=== block 1 ===
Block 1, congestion heat map:
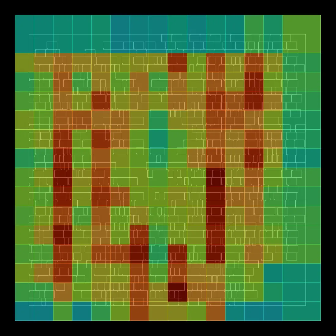

<file path="src/rtl/lsu_pkg.sv">
// Shared encodings for the load/store unit: access sizes, FSM states and
// the alignment rule applied when an op is accepted.
package lsu_pkg;

  typedef enum logic [1:0] {
    SZ_B = 2'd0,
    SZ_H = 2'd1,
    SZ_W = 2'd2,
    SZ_D = 2'd3
  } lsu_size_e;

  typedef enum logic [1:0] {
    IDLE   = 2'd0,
    ACCESS = 2'd1,
    RESP   = 2'd2
  } lsu_state_e;

  // A dword access is only legal on a 64-bit datapath.
  function automatic logic is_misaligned(input logic [1:0] size,
                                         input logic [2:0] low,
                                         input logic       dword_ok);
    logic bad;
    case (size)
      SZ_B:    bad = 1'b0;
      SZ_H:    bad = low[0];
      SZ_W:    bad = |low[1:0];
      SZ_D:    bad = !dword_ok || (|low);
      default: bad = 1'b1;
    endcase
    return bad;
  endfunction

endpackage

</file>
<file path="src/rtl/lsu_unit_if.sv">
// Pipeline request/response and data-memory bus of the load/store unit.
// The slave modport is the LSU's view; master is the surrounding system.
interface lsu_unit_if #(
  parameter int XLEN   = 32,
  parameter int ADDR_W = 14
);
  logic              req_valid;
  logic              req_ready;
  logic              req_we;
  logic [1:0]        req_size;
  logic              req_unsigned;
  logic [ADDR_W-1:0] req_addr;
  logic [XLEN-1:0]   req_wdata;
  logic [4:0]        req_rd;
  logic              stall;
  logic              rsp_valid;
  logic [XLEN-1:0]   rsp_rdata;
  logic [4:0]        rsp_rd;
  logic              err_misalign;
  logic              err_timeout;
  logic              mem_en;
  logic              mem_we;
  logic [ADDR_W-1:0] mem_addr;
  logic [XLEN-1:0]   mem_wdata;
  logic [XLEN/8-1:0] mem_be;
  logic [XLEN-1:0]   mem_rdata;
  logic              mem_ack;

  modport slave (
    input  req_valid, req_we, req_size, req_unsigned, req_addr, req_wdata, req_rd,
    input  mem_rdata, mem_ack,
    output req_ready, stall, rsp_valid, rsp_rdata, rsp_rd, err_misalign, err_timeout,
    output mem_en, mem_we, mem_addr, mem_wdata, mem_be
  );

  modport master (
    output req_valid, req_we, req_size, req_unsigned, req_addr, req_wdata, req_rd,
    output mem_rdata, mem_ack,
    input  req_ready, stall, rsp_valid, rsp_rdata, rsp_rd, err_misalign, err_timeout,
    input  mem_en, mem_we, mem_addr, mem_wdata, mem_be
  );

endinterface

</file>
<file path="src/rtl/lsu_lane_align.sv">
// Byte-lane steering: stores shift data up into its lane, loads shift it
// down and sign/zero-extend the accessed width.
module lsu_lane_align
  import lsu_pkg::*;
#(
  parameter int XLEN = 32
) (
  input  logic                       load,
  input  logic [1:0]                 size,
  input  logic                       unsigned_ext,
  input  logic [$clog2(XLEN/8)-1:0]  lane,
  input  logic [XLEN-1:0]            data_in,
  output logic [XLEN-1:0]            data_out
);

  logic [XLEN-1:0] shifted_s;
  logic [7:0]      keep_s;
  logic            sign_s;

  // Lane shift followed by extension above the accessed width
  always_comb begin
    shifted_s = '0;
    keep_s    = 8'd0;
    sign_s    = 1'b0;
    data_out  = '0;
    if (load) begin
      shifted_s = data_in >> {lane, 3'b000};
    end else begin
      shifted_s = data_in << {lane, 3'b000};
    end
    case (size)
      SZ_B: begin
        keep_s = 8'd8;
        sign_s = shifted_s[7];
      end
      SZ_H: begin
        keep_s = 8'd16;
        sign_s = shifted_s[15];
      end
      SZ_W: begin
        keep_s = 8'd32;
        sign_s = shifted_s[31];
      end
      default: begin
        keep_s = 8'(XLEN);
        sign_s = shifted_s[XLEN-1];
      end
    endcase
    // A full-width access keeps every bit, so unsigned_ext has no effect there
    for (int i = 0; i < XLEN; i++) begin
      if (!load || (8'(i) < keep_s)) begin
        data_out[i] = shifted_s[i];
      end else begin
        data_out[i] = ~unsigned_ext & sign_s;
      end
    end
  end

endmodule

</file>
<file path="src/rtl/lsu_unit.sv">
// Load/store unit: accepts one memory op at a time from the pipeline, runs
// the data-memory handshake with a bounded wait and returns extended loads.
module lsu_unit
  import lsu_pkg::*;
#(
  parameter int XLEN    = 32,
  parameter int ADDR_W  = 14,
  parameter int TIMEOUT = 255
) (
  input logic       clk,
  input logic       rst,
  lsu_unit_if.slave bus
);

  localparam int   NB       = XLEN / 8;
  localparam int   LANE_W   = $clog2(NB);
  localparam int   CNT_W    = $clog2(TIMEOUT + 1);
  localparam logic DWORD_OK = (XLEN == 64);

  lsu_state_e        state_r, state_n;
  logic [ADDR_W-1:0] addr_r;
  logic [1:0]        size_r;
  logic              unsigned_r;
  logic              we_r;
  logic [4:0]        rd_r;
  logic [XLEN-1:0]   wdata_r;
  logic [NB-1:0]     be_r;
  logic [XLEN-1:0]   rdata_r;
  logic [CNT_W-1:0]  wait_cnt_r;
  logic              err_misalign_r;
  logic              err_timeout_r;

  logic              accept_s;
  logic              misalign_s;
  logic              timeout_s;
  logic              ack_s;
  logic [NB-1:0]     be_s;
  logic [XLEN-1:0]   st_data_s;
  logic [XLEN-1:0]   ld_data_s;

  lsu_lane_align #(.XLEN(XLEN)) u_store_align (
    .load         (1'b0),
    .size         (bus.req_size),
    .unsigned_ext (bus.req_unsigned),
    .lane         (bus.req_addr[LANE_W-1:0]),
    .data_in      (bus.req_wdata),
    .data_out     (st_data_s)
  );

  lsu_lane_align #(.XLEN(XLEN)) u_load_align (
    .load         (1'b1),
    .size         (size_r),
    .unsigned_ext (unsigned_r),
    .lane         (addr_r[LANE_W-1:0]),
    .data_in      (bus.mem_rdata),
    .data_out     (ld_data_s)
  );

  // Byte-enable mask of the presented request, positioned at its lane
  always_comb begin
    be_s = '0;
    case (bus.req_size)
      SZ_B:    be_s = NB'(4'h1);
      SZ_H:    be_s = NB'(4'h3);
      SZ_W:    be_s = NB'(4'hF);
      default: be_s = NB'(8'hFF);
    endcase
    be_s = be_s << bus.req_addr[LANE_W-1:0];
  end

  // Next-state logic and one-cycle event strobes
  always_comb begin
    state_n    = state_r;
    accept_s   = 1'b0;
    misalign_s = 1'b0;
    timeout_s  = 1'b0;
    ack_s      = 1'b0;
    case (state_r)
      IDLE: begin
        if (bus.req_valid) begin
          accept_s   = 1'b1;
          misalign_s = is_misaligned(bus.req_size, bus.req_addr[2:0], DWORD_OK);
          if (misalign_s) begin
            state_n = IDLE;
          end else begin
            state_n = ACCESS;
          end
        end else begin
          state_n = IDLE;
        end
      end
      ACCESS: begin
        // An ack on the last permitted cycle beats the timeout
        if (bus.mem_ack) begin
          ack_s = 1'b1;
          if (we_r) begin
            state_n = IDLE;
          end else begin
            state_n = RESP;
          end
        end else if (wait_cnt_r == CNT_W'(TIMEOUT - 1)) begin
          timeout_s = 1'b1;
          state_n   = IDLE;
        end else begin
          state_n = ACCESS;
        end
      end
      RESP:    state_n = IDLE;
      default: state_n = IDLE;
    endcase
  end

  // FSM state register
  always_ff @(posedge clk) begin
    if (rst) begin
      state_r <= IDLE;
    end else begin
      state_r <= state_n;
    end
  end

  // Op fields captured at acceptance; store data and enables pre-positioned
  always_ff @(posedge clk) begin
    if (rst) begin
      addr_r     <= '0;
      size_r     <= 2'd0;
      unsigned_r <= 1'b0;
      we_r       <= 1'b0;
      rd_r       <= 5'd0;
      wdata_r    <= '0;
      be_r       <= '0;
    end else if (accept_s) begin
      addr_r     <= bus.req_addr;
      size_r     <= bus.req_size;
      unsigned_r <= bus.req_unsigned;
      we_r       <= bus.req_we;
      rd_r       <= bus.req_rd;
      wdata_r    <= bus.req_we ? st_data_s : '0;
      be_r       <= bus.req_we ? be_s : '0;
    end
  end

  // Counts ACCESS cycles that passed without an ack
  always_ff @(posedge clk) begin
    if (rst) begin
      wait_cnt_r <= '0;
    end else if ((state_r == ACCESS) && (state_n == ACCESS)) begin
      wait_cnt_r <= wait_cnt_r + CNT_W'(1);
    end else begin
      wait_cnt_r <= '0;
    end
  end

  // Load data captured at the ack, plus the error pulses
  always_ff @(posedge clk) begin
    if (rst) begin
      rdata_r        <= '0;
      err_misalign_r <= 1'b0;
      err_timeout_r  <= 1'b0;
    end else begin
      err_misalign_r <= misalign_s;
      err_timeout_r  <= timeout_s;
      if (ack_s && !we_r) begin
        rdata_r <= ld_data_s;
      end
    end
  end

  assign bus.req_ready    = (state_r == IDLE);
  assign bus.stall        = (state_r == ACCESS);
  assign bus.mem_en       = (state_r == ACCESS);
  assign bus.mem_we       = (state_r == ACCESS) & we_r;
  assign bus.mem_addr     = {addr_r[ADDR_W-1:LANE_W], {LANE_W{1'b0}}};
  assign bus.mem_wdata    = wdata_r;
  assign bus.mem_be       = be_r;
  assign bus.rsp_valid    = (state_r == RESP);
  assign bus.rsp_rdata    = rdata_r;
  assign bus.rsp_rd       = rd_r;
  assign bus.err_misalign = err_misalign_r;
  assign bus.err_timeout  = err_timeout_r;

endmodule

</file>
<file path="src/flat_wrapper.sv">
// flat-port wrapper written by rule: the top's interface ports become plain ports
module lsu_unit_flat import lsu_pkg::*;
#(
  parameter int XLEN    = 32,
  parameter int ADDR_W  = 14,
  parameter int TIMEOUT = 255
)
  (clk, rst, bus_req_valid, bus_req_we, bus_req_size, bus_req_unsigned, bus_req_addr, bus_req_wdata, bus_req_rd, bus_mem_rdata, bus_mem_ack, bus_req_ready, bus_stall, bus_rsp_valid, bus_rsp_rdata, bus_rsp_rd, bus_err_misalign, bus_err_timeout, bus_mem_en, bus_mem_we, bus_mem_addr, bus_mem_wdata, bus_mem_be);
  lsu_unit_if #(.XLEN(XLEN), .ADDR_W(ADDR_W)) bus_i ();
  input logic clk;
  input logic rst;
  input wire logic [$bits(bus_i.req_valid)-1:0] bus_req_valid;
  input wire logic [$bits(bus_i.req_we)-1:0] bus_req_we;
  input wire logic [$bits(bus_i.req_size)-1:0] bus_req_size;
  input wire logic [$bits(bus_i.req_unsigned)-1:0] bus_req_unsigned;
  input wire logic [$bits(bus_i.req_addr)-1:0] bus_req_addr;
  input wire logic [$bits(bus_i.req_wdata)-1:0] bus_req_wdata;
  input wire logic [$bits(bus_i.req_rd)-1:0] bus_req_rd;
  input wire logic [$bits(bus_i.mem_rdata)-1:0] bus_mem_rdata;
  input wire logic [$bits(bus_i.mem_ack)-1:0] bus_mem_ack;
  output wire logic [$bits(bus_i.req_ready)-1:0] bus_req_ready;
  output wire logic [$bits(bus_i.stall)-1:0] bus_stall;
  output wire logic [$bits(bus_i.rsp_valid)-1:0] bus_rsp_valid;
  output wire logic [$bits(bus_i.rsp_rdata)-1:0] bus_rsp_rdata;
  output wire logic [$bits(bus_i.rsp_rd)-1:0] bus_rsp_rd;
  output wire logic [$bits(bus_i.err_misalign)-1:0] bus_err_misalign;
  output wire logic [$bits(bus_i.err_timeout)-1:0] bus_err_timeout;
  output wire logic [$bits(bus_i.mem_en)-1:0] bus_mem_en;
  output wire logic [$bits(bus_i.mem_we)-1:0] bus_mem_we;
  output wire logic [$bits(bus_i.mem_addr)-1:0] bus_mem_addr;
  output wire logic [$bits(bus_i.mem_wdata)-1:0] bus_mem_wdata;
  output wire logic [$bits(bus_i.mem_be)-1:0] bus_mem_be;
  assign bus_i.req_valid = bus_req_valid;
  assign bus_i.req_we = bus_req_we;
  assign bus_i.req_size = bus_req_size;
  assign bus_i.req_unsigned = bus_req_unsigned;
  assign bus_i.req_addr = bus_req_addr;
  assign bus_i.req_wdata = bus_req_wdata;
  assign bus_i.req_rd = bus_req_rd;
  assign bus_i.mem_rdata = bus_mem_rdata;
  assign bus_i.mem_ack = bus_mem_ack;
  assign bus_req_ready = bus_i.req_ready;
  assign bus_stall = bus_i.stall;
  assign bus_rsp_valid = bus_i.rsp_valid;
  assign bus_rsp_rdata = bus_i.rsp_rdata;
  assign bus_rsp_rd = bus_i.rsp_rd;
  assign bus_err_misalign = bus_i.err_misalign;
  assign bus_err_timeout = bus_i.err_timeout;
  assign bus_mem_en = bus_i.mem_en;
  assign bus_mem_we = bus_i.mem_we;
  assign bus_mem_addr = bus_i.mem_addr;
  assign bus_mem_wdata = bus_i.mem_wdata;
  assign bus_mem_be = bus_i.mem_be;
  lsu_unit #(.XLEN(XLEN), .ADDR_W(ADDR_W), .TIMEOUT(TIMEOUT)) u_core (.clk(clk), .rst(rst), .bus(bus_i));
endmodule
</file>
<file path="config.mk">
export PLATFORM = sky130hd
export DESIGN_NAME = lsu_unit_flat
export DESIGN_NICKNAME = d
export VERILOG_FILES = /design/src/rtl/lsu_pkg.sv /design/src/rtl/lsu_unit_if.sv /design/src/rtl/lsu_lane_align.sv /design/src/rtl/lsu_unit.sv /design/src/flat_wrapper.sv
export SDC_FILE = /design/constraint.sdc
export NUM_CORES = 1
export LEC_CHECK = 0
export CAP_MARGIN = 20
export CORE_MARGIN = 5
export CORE_UTILIZATION = 47
export CTS_CLUSTER_SIZE = 16
export DETAILED_ROUTE_END_ITERATION = 8
export PLACE_DENSITY = 0.91
export SYNTH_ARGS = -nofsm -noshare
export SYNTH_HDL_FRONTEND = slang
export SYNTH_SLANG_ARGS = --single-unit
</file>
<file path="constraint.sdc">
create_clock -name clk -period 5.65 [get_ports clk]
set_input_delay 1.4125 -clock clk [delete_from_list [all_inputs] [get_ports clk]]
set_output_delay 1.4125 -clock clk [all_outputs]
set_load 0.005 [all_outputs]
</file>
=== block 2 ===
`src/rtl/stopwatch_ctrl.sv`:
```
// stopwatch_ctrl: run/pause/adjust controller for the stopwatch digit counter.
// Raw buttons and switches are synchronised and debounced. A mode FSM then
// produces registered strobes for the digit counter: 1 Hz tick, clear and
// adjust-increment.
// Optional feature macro: STOPWATCH_ADJUST_EN enables the ADJUST mode, the
// adjust prescaler and the adj_inc/adj_sel/blink outputs. When the macro is
// undefined, those outputs are tied low.

// Two-flop synchroniser followed by a counter debouncer for one raw input.
module stopwatch_ctrl_sync_db #(
    parameter int unsigned DB_CYCLES = 1000000
) (
    input  logic clk,
    input  logic rst,
    input  logic raw,
    output logic level
);
    localparam int unsigned CW = (DB_CYCLES > 1) ? $clog2(DB_CYCLES) : 1;
    localparam logic [CW-1:0] CNT_LAST = CW'(DB_CYCLES - 1);

    logic          meta_q, meta_d;
    logic          sync_q, sync_d;
    logic          level_q, level_d;
    logic [CW-1:0] cnt_q, cnt_d;

    // Debounce: adopt the synced value once it has disagreed for DB_CYCLES samples
    always_comb begin
        meta_d  = raw;
        sync_d  = meta_q;
        level_d = level_q;
        cnt_d   = '0;
        if (sync_q != level_q) begin
            if (cnt_q == CNT_LAST) begin
                level_d = sync_q;
            end else begin
                cnt_d = cnt_q + CW'(1);
            end
        end
    end

    // Synchroniser, debounced level and counter registers
    always_ff @(posedge clk or posedge rst) begin
        if (rst) begin
            meta_q  <= 1'b0;
            sync_q  <= 1'b0;
            level_q <= 1'b0;
            cnt_q   <= '0;
        end else begin
            meta_q  <= meta_d;
            sync_q  <= sync_d;
            level_q <= level_d;
            cnt_q   <= cnt_d;
        end
    end

    assign level = level_q;
endmodule

module stopwatch_ctrl #(
    parameter int unsigned CLK_HZ    = 100000000,
    parameter int unsigned DB_CYCLES = 1000000
) (
    input  logic clk,
    input  logic rst,
    input  logic btn_pause,
    input  logic btn_clr,
    input  logic sw_adj,
    input  logic sw_sel,
    output logic tick,
    output logic clear,
    output logic paused,
    output logic adj_inc,
    output logic adj_sel,
    output logic blink
);
    localparam int unsigned PW = $clog2(CLK_HZ);
    localparam logic [PW-1:0] P_LAST = PW'(CLK_HZ - 1);

    typedef enum logic [1:0] {IDLE, RUN, PAUSE, ADJUST} state_t;

    state_t        state_q, state_d;
    logic [PW-1:0] p_q, p_d;
    logic          tick_q, tick_d;
    logic          clear_q, clear_d;
    logic          paused_q, paused_d;
    logic          pause_prev_q, clr_prev_q;

    logic pause_lvl, clr_lvl, adj_lvl, sel_lvl;
    logic pause_press, clr_press;

    stopwatch_ctrl_sync_db #(.DB_CYCLES(DB_CYCLES)) u_db_pause (
        .clk(clk), .rst(rst), .raw(btn_pause), .level(pause_lvl)
    );
    stopwatch_ctrl_sync_db #(.DB_CYCLES(DB_CYCLES)) u_db_clr (
        .clk(clk), .rst(rst), .raw(btn_clr), .level(clr_lvl)
    );

`ifdef STOPWATCH_ADJUST_EN
    localparam int unsigned A_N  = CLK_HZ / 2;
    localparam int unsigned B_N  = CLK_HZ / 4;
    localparam int unsigned AW   = $clog2(A_N);
    localparam int unsigned BW   = (B_N > 1) ? $clog2(B_N) : 1;
    localparam logic [AW-1:0] A_LAST = AW'(A_N - 1);
    localparam logic [BW-1:0] B_LAST = BW'(B_N - 1);

    logic [AW-1:0] a_q, a_d;
    logic [BW-1:0] b_q, b_d;
    logic          adj_inc_q, adj_inc_d;
    logic          adj_sel_q, adj_sel_d;
    logic          blink_q, blink_d;

    stopwatch_ctrl_sync_db #(.DB_CYCLES(DB_CYCLES)) u_db_adj (
        .clk(clk), .rst(rst), .raw(sw_adj), .level(adj_lvl)
    );
    stopwatch_ctrl_sync_db #(.DB_CYCLES(DB_CYCLES)) u_db_sel (
        .clk(clk), .rst(rst), .raw(sw_sel), .level(sel_lvl)
    );
`else
    logic unused_adj_inputs;
    assign unused_adj_inputs = sw_adj ^ sw_sel;
    assign adj_lvl = 1'b0;
    assign sel_lvl = 1'b0;
`endif

    assign pause_press = pause_lvl & ~pause_prev_q;
    assign clr_press   = clr_lvl & ~clr_prev_q;

    // Mode transitions: clear press beats the adjust level, which beats a pause press
    always_comb begin
        state_d = state_q;
        clear_d = 1'b0;
        if (clr_press) begin
            state_d = IDLE;
            clear_d = 1'b1;
        end else if (adj_lvl && (state_q != ADJUST)) begin
            state_d = ADJUST;
        end else if (!adj_lvl && (state_q == ADJUST)) begin
            state_d = PAUSE;
        end else if (pause_press) begin
            case (state_q)
                IDLE:    state_d = RUN;
                RUN:     state_d = PAUSE;
                PAUSE:   state_d = RUN;
                default: state_d = state_q;
            endcase
        end
        paused_d = (state_d != RUN);
    end

    // One-second prescaler: counts only while running, so a pause keeps the partial second
    always_comb begin
        p_d    = p_q;
        tick_d = 1'b0;
        if (clr_press) begin
            p_d = '0;
        end else if (state_q == RUN) begin
            if (p_q == P_LAST) begin
                p_d    = '0;
                tick_d = 1'b1;
            end else begin
                p_d = p_q + PW'(1);
            end
        end
    end

`ifdef STOPWATCH_ADJUST_EN
    // Adjust timing: half-second increment strobe and quarter-second blink, restarted on entry
    always_comb begin
        a_d       = '0;
        b_d       = '0;
        adj_inc_d = 1'b0;
        blink_d   = 1'b0;
        adj_sel_d = (state_d == ADJUST) & sel_lvl;
        if (state_d == ADJUST) begin
            if (state_q != ADJUST) begin
                blink_d = 1'b1;
            end else begin
                if (a_q == A_LAST) begin
                    adj_inc_d = 1'b1;
                end else begin
                    a_d = a_q + AW'(1);
                end
                if (b_q == B_LAST) begin
                    blink_d = ~blink_q;
                end else begin
                    b_d     = b_q + BW'(1);
                    blink_d = blink_q;
                end
            end
        end
    end
`endif

    // State, prescalers, edge-detect history and registered outputs
    always_ff @(posedge clk or posedge rst) begin
        if (rst) begin
            state_q      <= IDLE;
            p_q          <= '0;
            tick_q       <= 1'b0;
            clear_q      <= 1'b0;
            paused_q     <= 1'b1;
            pause_prev_q <= 1'b0;
            clr_prev_q   <= 1'b0;
`ifdef STOPWATCH_ADJUST_EN
            a_q          <= '0;
            b_q          <= '0;
            adj_inc_q    <= 1'b0;
            adj_sel_q    <= 1'b0;
            blink_q      <= 1'b0;
`endif
        end else begin
            state_q      <= state_d;
            p_q          <= p_d;
            tick_q       <= tick_d;
            clear_q      <= clear_d;
            paused_q     <= paused_d;
            pause_prev_q <= pause_lvl;
            clr_prev_q   <= clr_lvl;
`ifdef STOPWATCH_ADJUST_EN
            a_q          <= a_d;
            b_q          <= b_d;
            adj_inc_q    <= adj_inc_d;
            adj_sel_q    <= adj_sel_d;
            blink_q      <= blink_d;
`endif
        end
    end

    assign tick   = tick_q;
    assign clear  = clear_q;
    assign paused = paused_q;
`ifdef STOPWATCH_ADJUST_EN
    assign adj_inc = adj_inc_q;
    assign adj_sel = adj_sel_q;
    assign blink   = blink_q;
`else
    assign adj_inc = 1'b0;
    assign adj_sel = 1'b0;
    assign blink   = 1'b0;
`endif
endmodule
```
`config.mk`:
```
export PLATFORM = sky130hd
export DESIGN_NAME = stopwatch_ctrl
export DESIGN_NICKNAME = d
export VERILOG_FILES = /design/src/rtl/stopwatch_ctrl.sv
export SDC_FILE = /design/constraint.sdc
export NUM_CORES = 1
export LEC_CHECK = 0
export CORE_MARGIN = 4
export CORE_UTILIZATION = 55
export DETAILED_ROUTE_END_ITERATION = 8
export MAX_ROUTING_LAYER = met4
export PLACE_DENSITY_LB_ADDON = 0.15
export SLEW_MARGIN = 20
export SYNTH_ARGS = -nofsm -noshare
export SYNTH_HDL_FRONTEND = slang
export SYNTH_SLANG_ARGS = --single-unit
export TNS_END_PERCENT = 20
```
`constraint.sdc`:
```
create_clock -name clk -period 2.6 [get_ports clk]
set_input_delay 0.52 -clock clk [delete_from_list [all_inputs] [get_ports clk]]
set_output_delay 0.52 -clock clk [all_outputs]
set_load 0.1 [all_outputs]
```
Block 2, cell classes on the final placement:
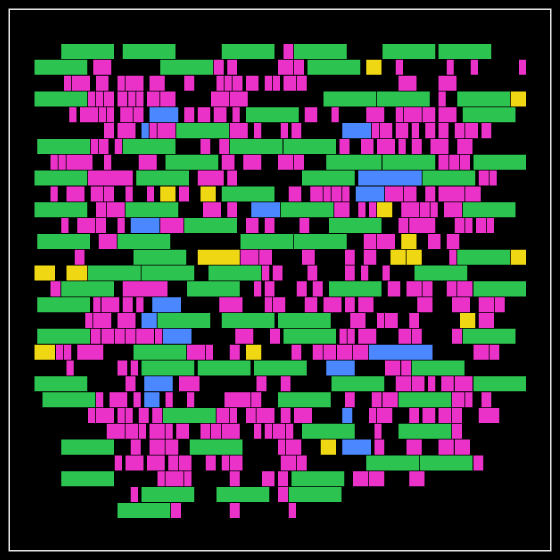
registers -> green  # cells 80, share of their area 47%
remaining logic cells -> magenta  # cells 317, share of their area 44%
remaining buffers and delay cells -> yellow  # cells 16, share of their area 3.3%
clock drivers and dummy loads -> blue  # cells 16, share of their area 5.2%
number of core rows: 30
core occupancy in the finished layout: 63.3%

==> flow_summary.toml, block 2 <==
# implementation run metrics
[run_status]
outcome = "completed"

[synthesis]
netlist_area_mm2 = 0.00396
post_synth_main_logic_family = "simple AND/OR/NAND/NOR gates"
synthAdderAreaFrac_pct = 0.949
netlist_top_cells_area = "sky130_fd_sc_hd__dfrtp_1 50%, sky130_fd_sc_hd__a21oi_1 4.7%, sky130_fd_sc_hd__xnor2_1 4.0%"
syn_inst = 415
ys_area_mm2 = 0.00396
synth_top_cell_by_area = "sky130_fd_sc_hd__dfrtp_1"
synth.avg_cell_area_um2 = 9.53
synth.top_cell.area_share_pct = 50.0

[finish]
stdcell_area_mm2 = 0.00437
comb_share_pct = 42.1
layout-area-overhead-vs-synth_pct = 10.5
final_common_cell = "sky130_fd_sc_hd__dfrtp_1"
num_antenna_cells = 0
ratio_of_cells_with_drive_above_1_in_the_final_layout_pct = 8.62
n_clock_buffer = 11
flop-count = 80
layout.non_clock_buffers = 16
buffer_area_share_pct = 3.20
final-instance-count-excl-fill = 525

[drt]
initialDrtViolationCount = 115
drt-met1-wl_mm = 3.72
met3RoutedLength_um = 281
met2_length_mm = 3.61
via_count = 3098
drc = 0
routed_wl_mm = 7.67

[cts]
cts.reportedPaths.clkPinSlew_ps = 90
postCtsHoldBufs = 0

[setup_path]
reg2reg_slack_ps = 420
critical_path_cell_count = 5
critPathLaunch = "u_db_clr.cnt_q[0]"
end_kind = "flip-flop"
worstPathCellList = "ha_1 -> nand2_1 -> or4_1 -> or4_1 -> a21oi_1"
rr_startpoint = "u_db_clr.cnt_q[0]"

[floorplan]
floorplan.die_area_mm2 = 0.00861
fp.dieW_um = 92.8
fp-utilization_pct = 57.3
taps = 96

[sta]
timing_max_transition_violations_final = 0
final-setup-viol-count = 0

[run]
maxCapViolations = 0
log.warning_count = 28

[power_and_ir_drop]
total_leakage_power_nw = 1.76
share_comb_of_total_power_pct = 3.5
power.sequential.total_mw = 1.27
p_per_area_mw_per_mm2 = 541

[grt]
overflow = 0
grt_pass1_vias = 3049
grt_antenna_before_repair = 0
grt_max_degree = 44

[placed_design]
final_weighted_congestion_in_routability_driven_placement = 0.810
placedCellCount = 509
dp_slack_ps = 426

[min_path]
holdPathEnd = "u_db_clr.sync_q"
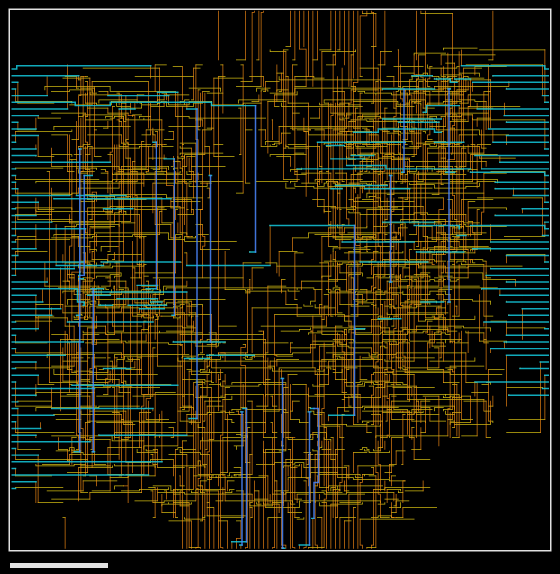
Block 1: routed metal, one color a layer
The bar under the picture is 20 um long.
M3 -> cyan  # wire length 1480 um
M2 -> orange  # wire length 7120 um
M1 -> yellow  # wire length 6030 um
M4 -> blue  # wire length 567 um
total via count in the routed design: 4648
WL/cell: 18.3 um

## Picture notes: 'congestion heat map' of block 1
overall global routing resource usage: 24.8%
met2 track utilization from global routing: 41.2%
routing usage on met1: 30.4%
met3 Usage GRT: 6.46%
global routing's busiest layer: met2

==> flow_summary.toml, block 1 <==
# implementation run metrics
[run_status]
outcome = "completed"

[synthesis]
ys_warn_count = 0
netlist_area_mm2 = 0.00473
ys_dominant_reg_cell = "sky130_fd_sc_hd__dfxtp_1"
synth.yosys.seq_area_share_pct = 43.6
synth.cellmix.xorXnorShare_pct = 1.30
fraction_of_synthesized_area_in_multiplexers_pct = 9.31
synth.avg_cell_area_um2 = 8.66
post_synth_ao_oa_area_fraction_pct = 21.3

[power_and_ir_drop]
share_seq_of_total_power_pct = 50.2
p_comb_uw = 324
ir_worst_vdd_v = 0.000143
p_clk_share_pct = 28.9
top_power_group = "sequential cells"

[placed_design]
dp_slack_ps = 1820
io_buffers = 182
place_hpwl_mm = 11.2

[floorplan]
fp-utilization_pct = 48.4
coreArea_mm2 = 0.00977
taps = 133

[finish]
buffer_area_share_pct = 28.2
layout.non_clock_buffers = 189
multi_input_comb_cells = 387
n_clock_buffer = 10
num_antenna_cells = 0
sequential_cell_area_mm2 = 0.00206
ratio_of_cells_with_drive_above_1_in_the_final_layout_pct = 8.58

[drt]
top_signal_layer_used = "met4"
detail-route-antenna-nets = 0
initialDrtViolationCount = 309
drc = 0
routed_wl_mm = 15.2
met3RoutedLength_mm = 1.48

[sta]
timing_max_transition_violations_final = 0
post-route-min-period_ps = 3210
timing_worst_slew_pin_value_ps = 999
hold-worst-slack_ps = 459
timing.max_slew.rel_slack_pct = 33.1
final-setup-viol-count = 0
grt_setup_unrepaired = "false"
timing.final.crit_share_pct = 56.9

[min_path]
hp-start = "u_core.addr_r[2]"

[cts]
clock-root-buffer = "sky130_fd_sc_hd__clkbuf_8"
cts_max_level = 3
cts_resized = 0
tritoncts_sink_count = 103

[setup_path]
worstPathBufferInverterCount = 2
timing.critical_path.from_type = "input port"
cpLargestDelayFamily = "simple AND/OR/NAND/NOR gates"
critical_path_peak_fanout = 25
critPathLaunch = "bus_req_valid"
end_of_the_worst_register_to_register_path = "u_core.bus.rsp_rdata[8]"

[grt]
grt_max_degree = 55

[run]
maxCapViolations = 0

==> layout pictures side by side <==
Routed clock nets over the placement.
The bar under the picture is 20 um long.
(a)
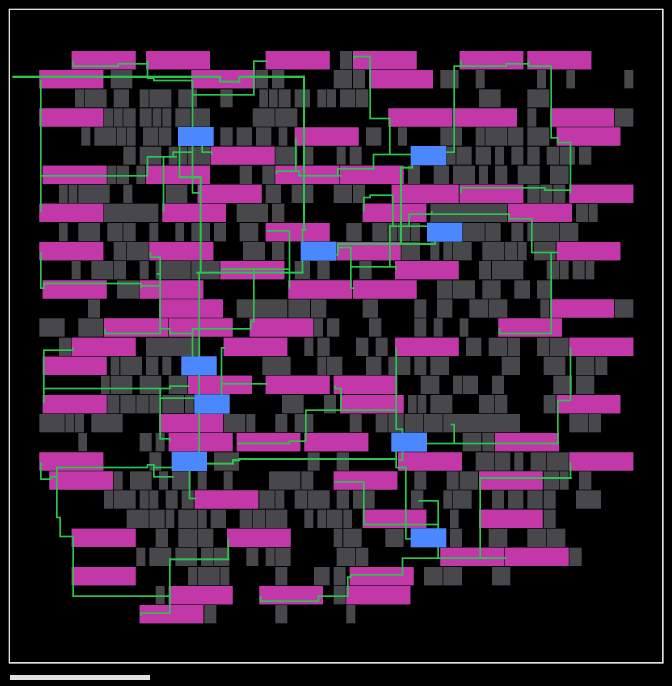
(b)
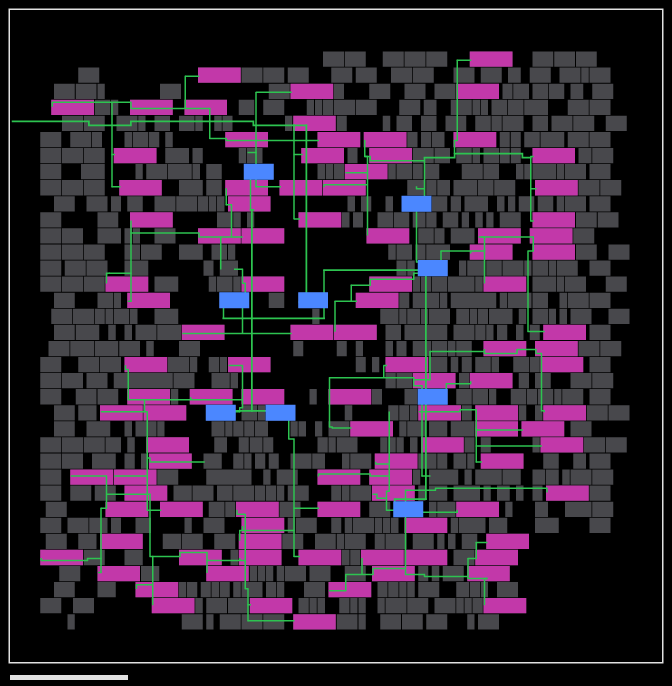
(a): block 2
(b): block 1
- most sequential cells: (b)
- largest die: (b)



## Gallery

Power grid.
Pins as bars on the die edge. Tap cells in gray.
Plate I
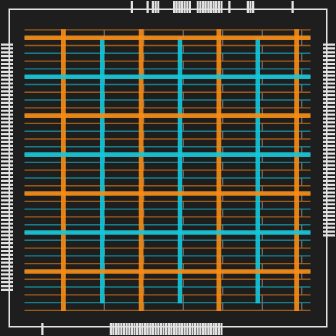
Plate II
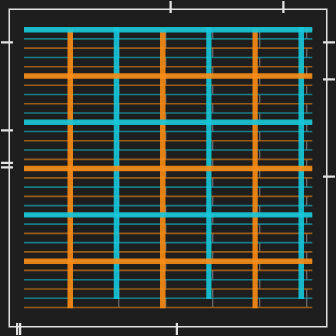
- block 1 = Plate I
- block 2 = Plate II
The one with the largest die is Plate I.
The one with the most pins is Plate I.

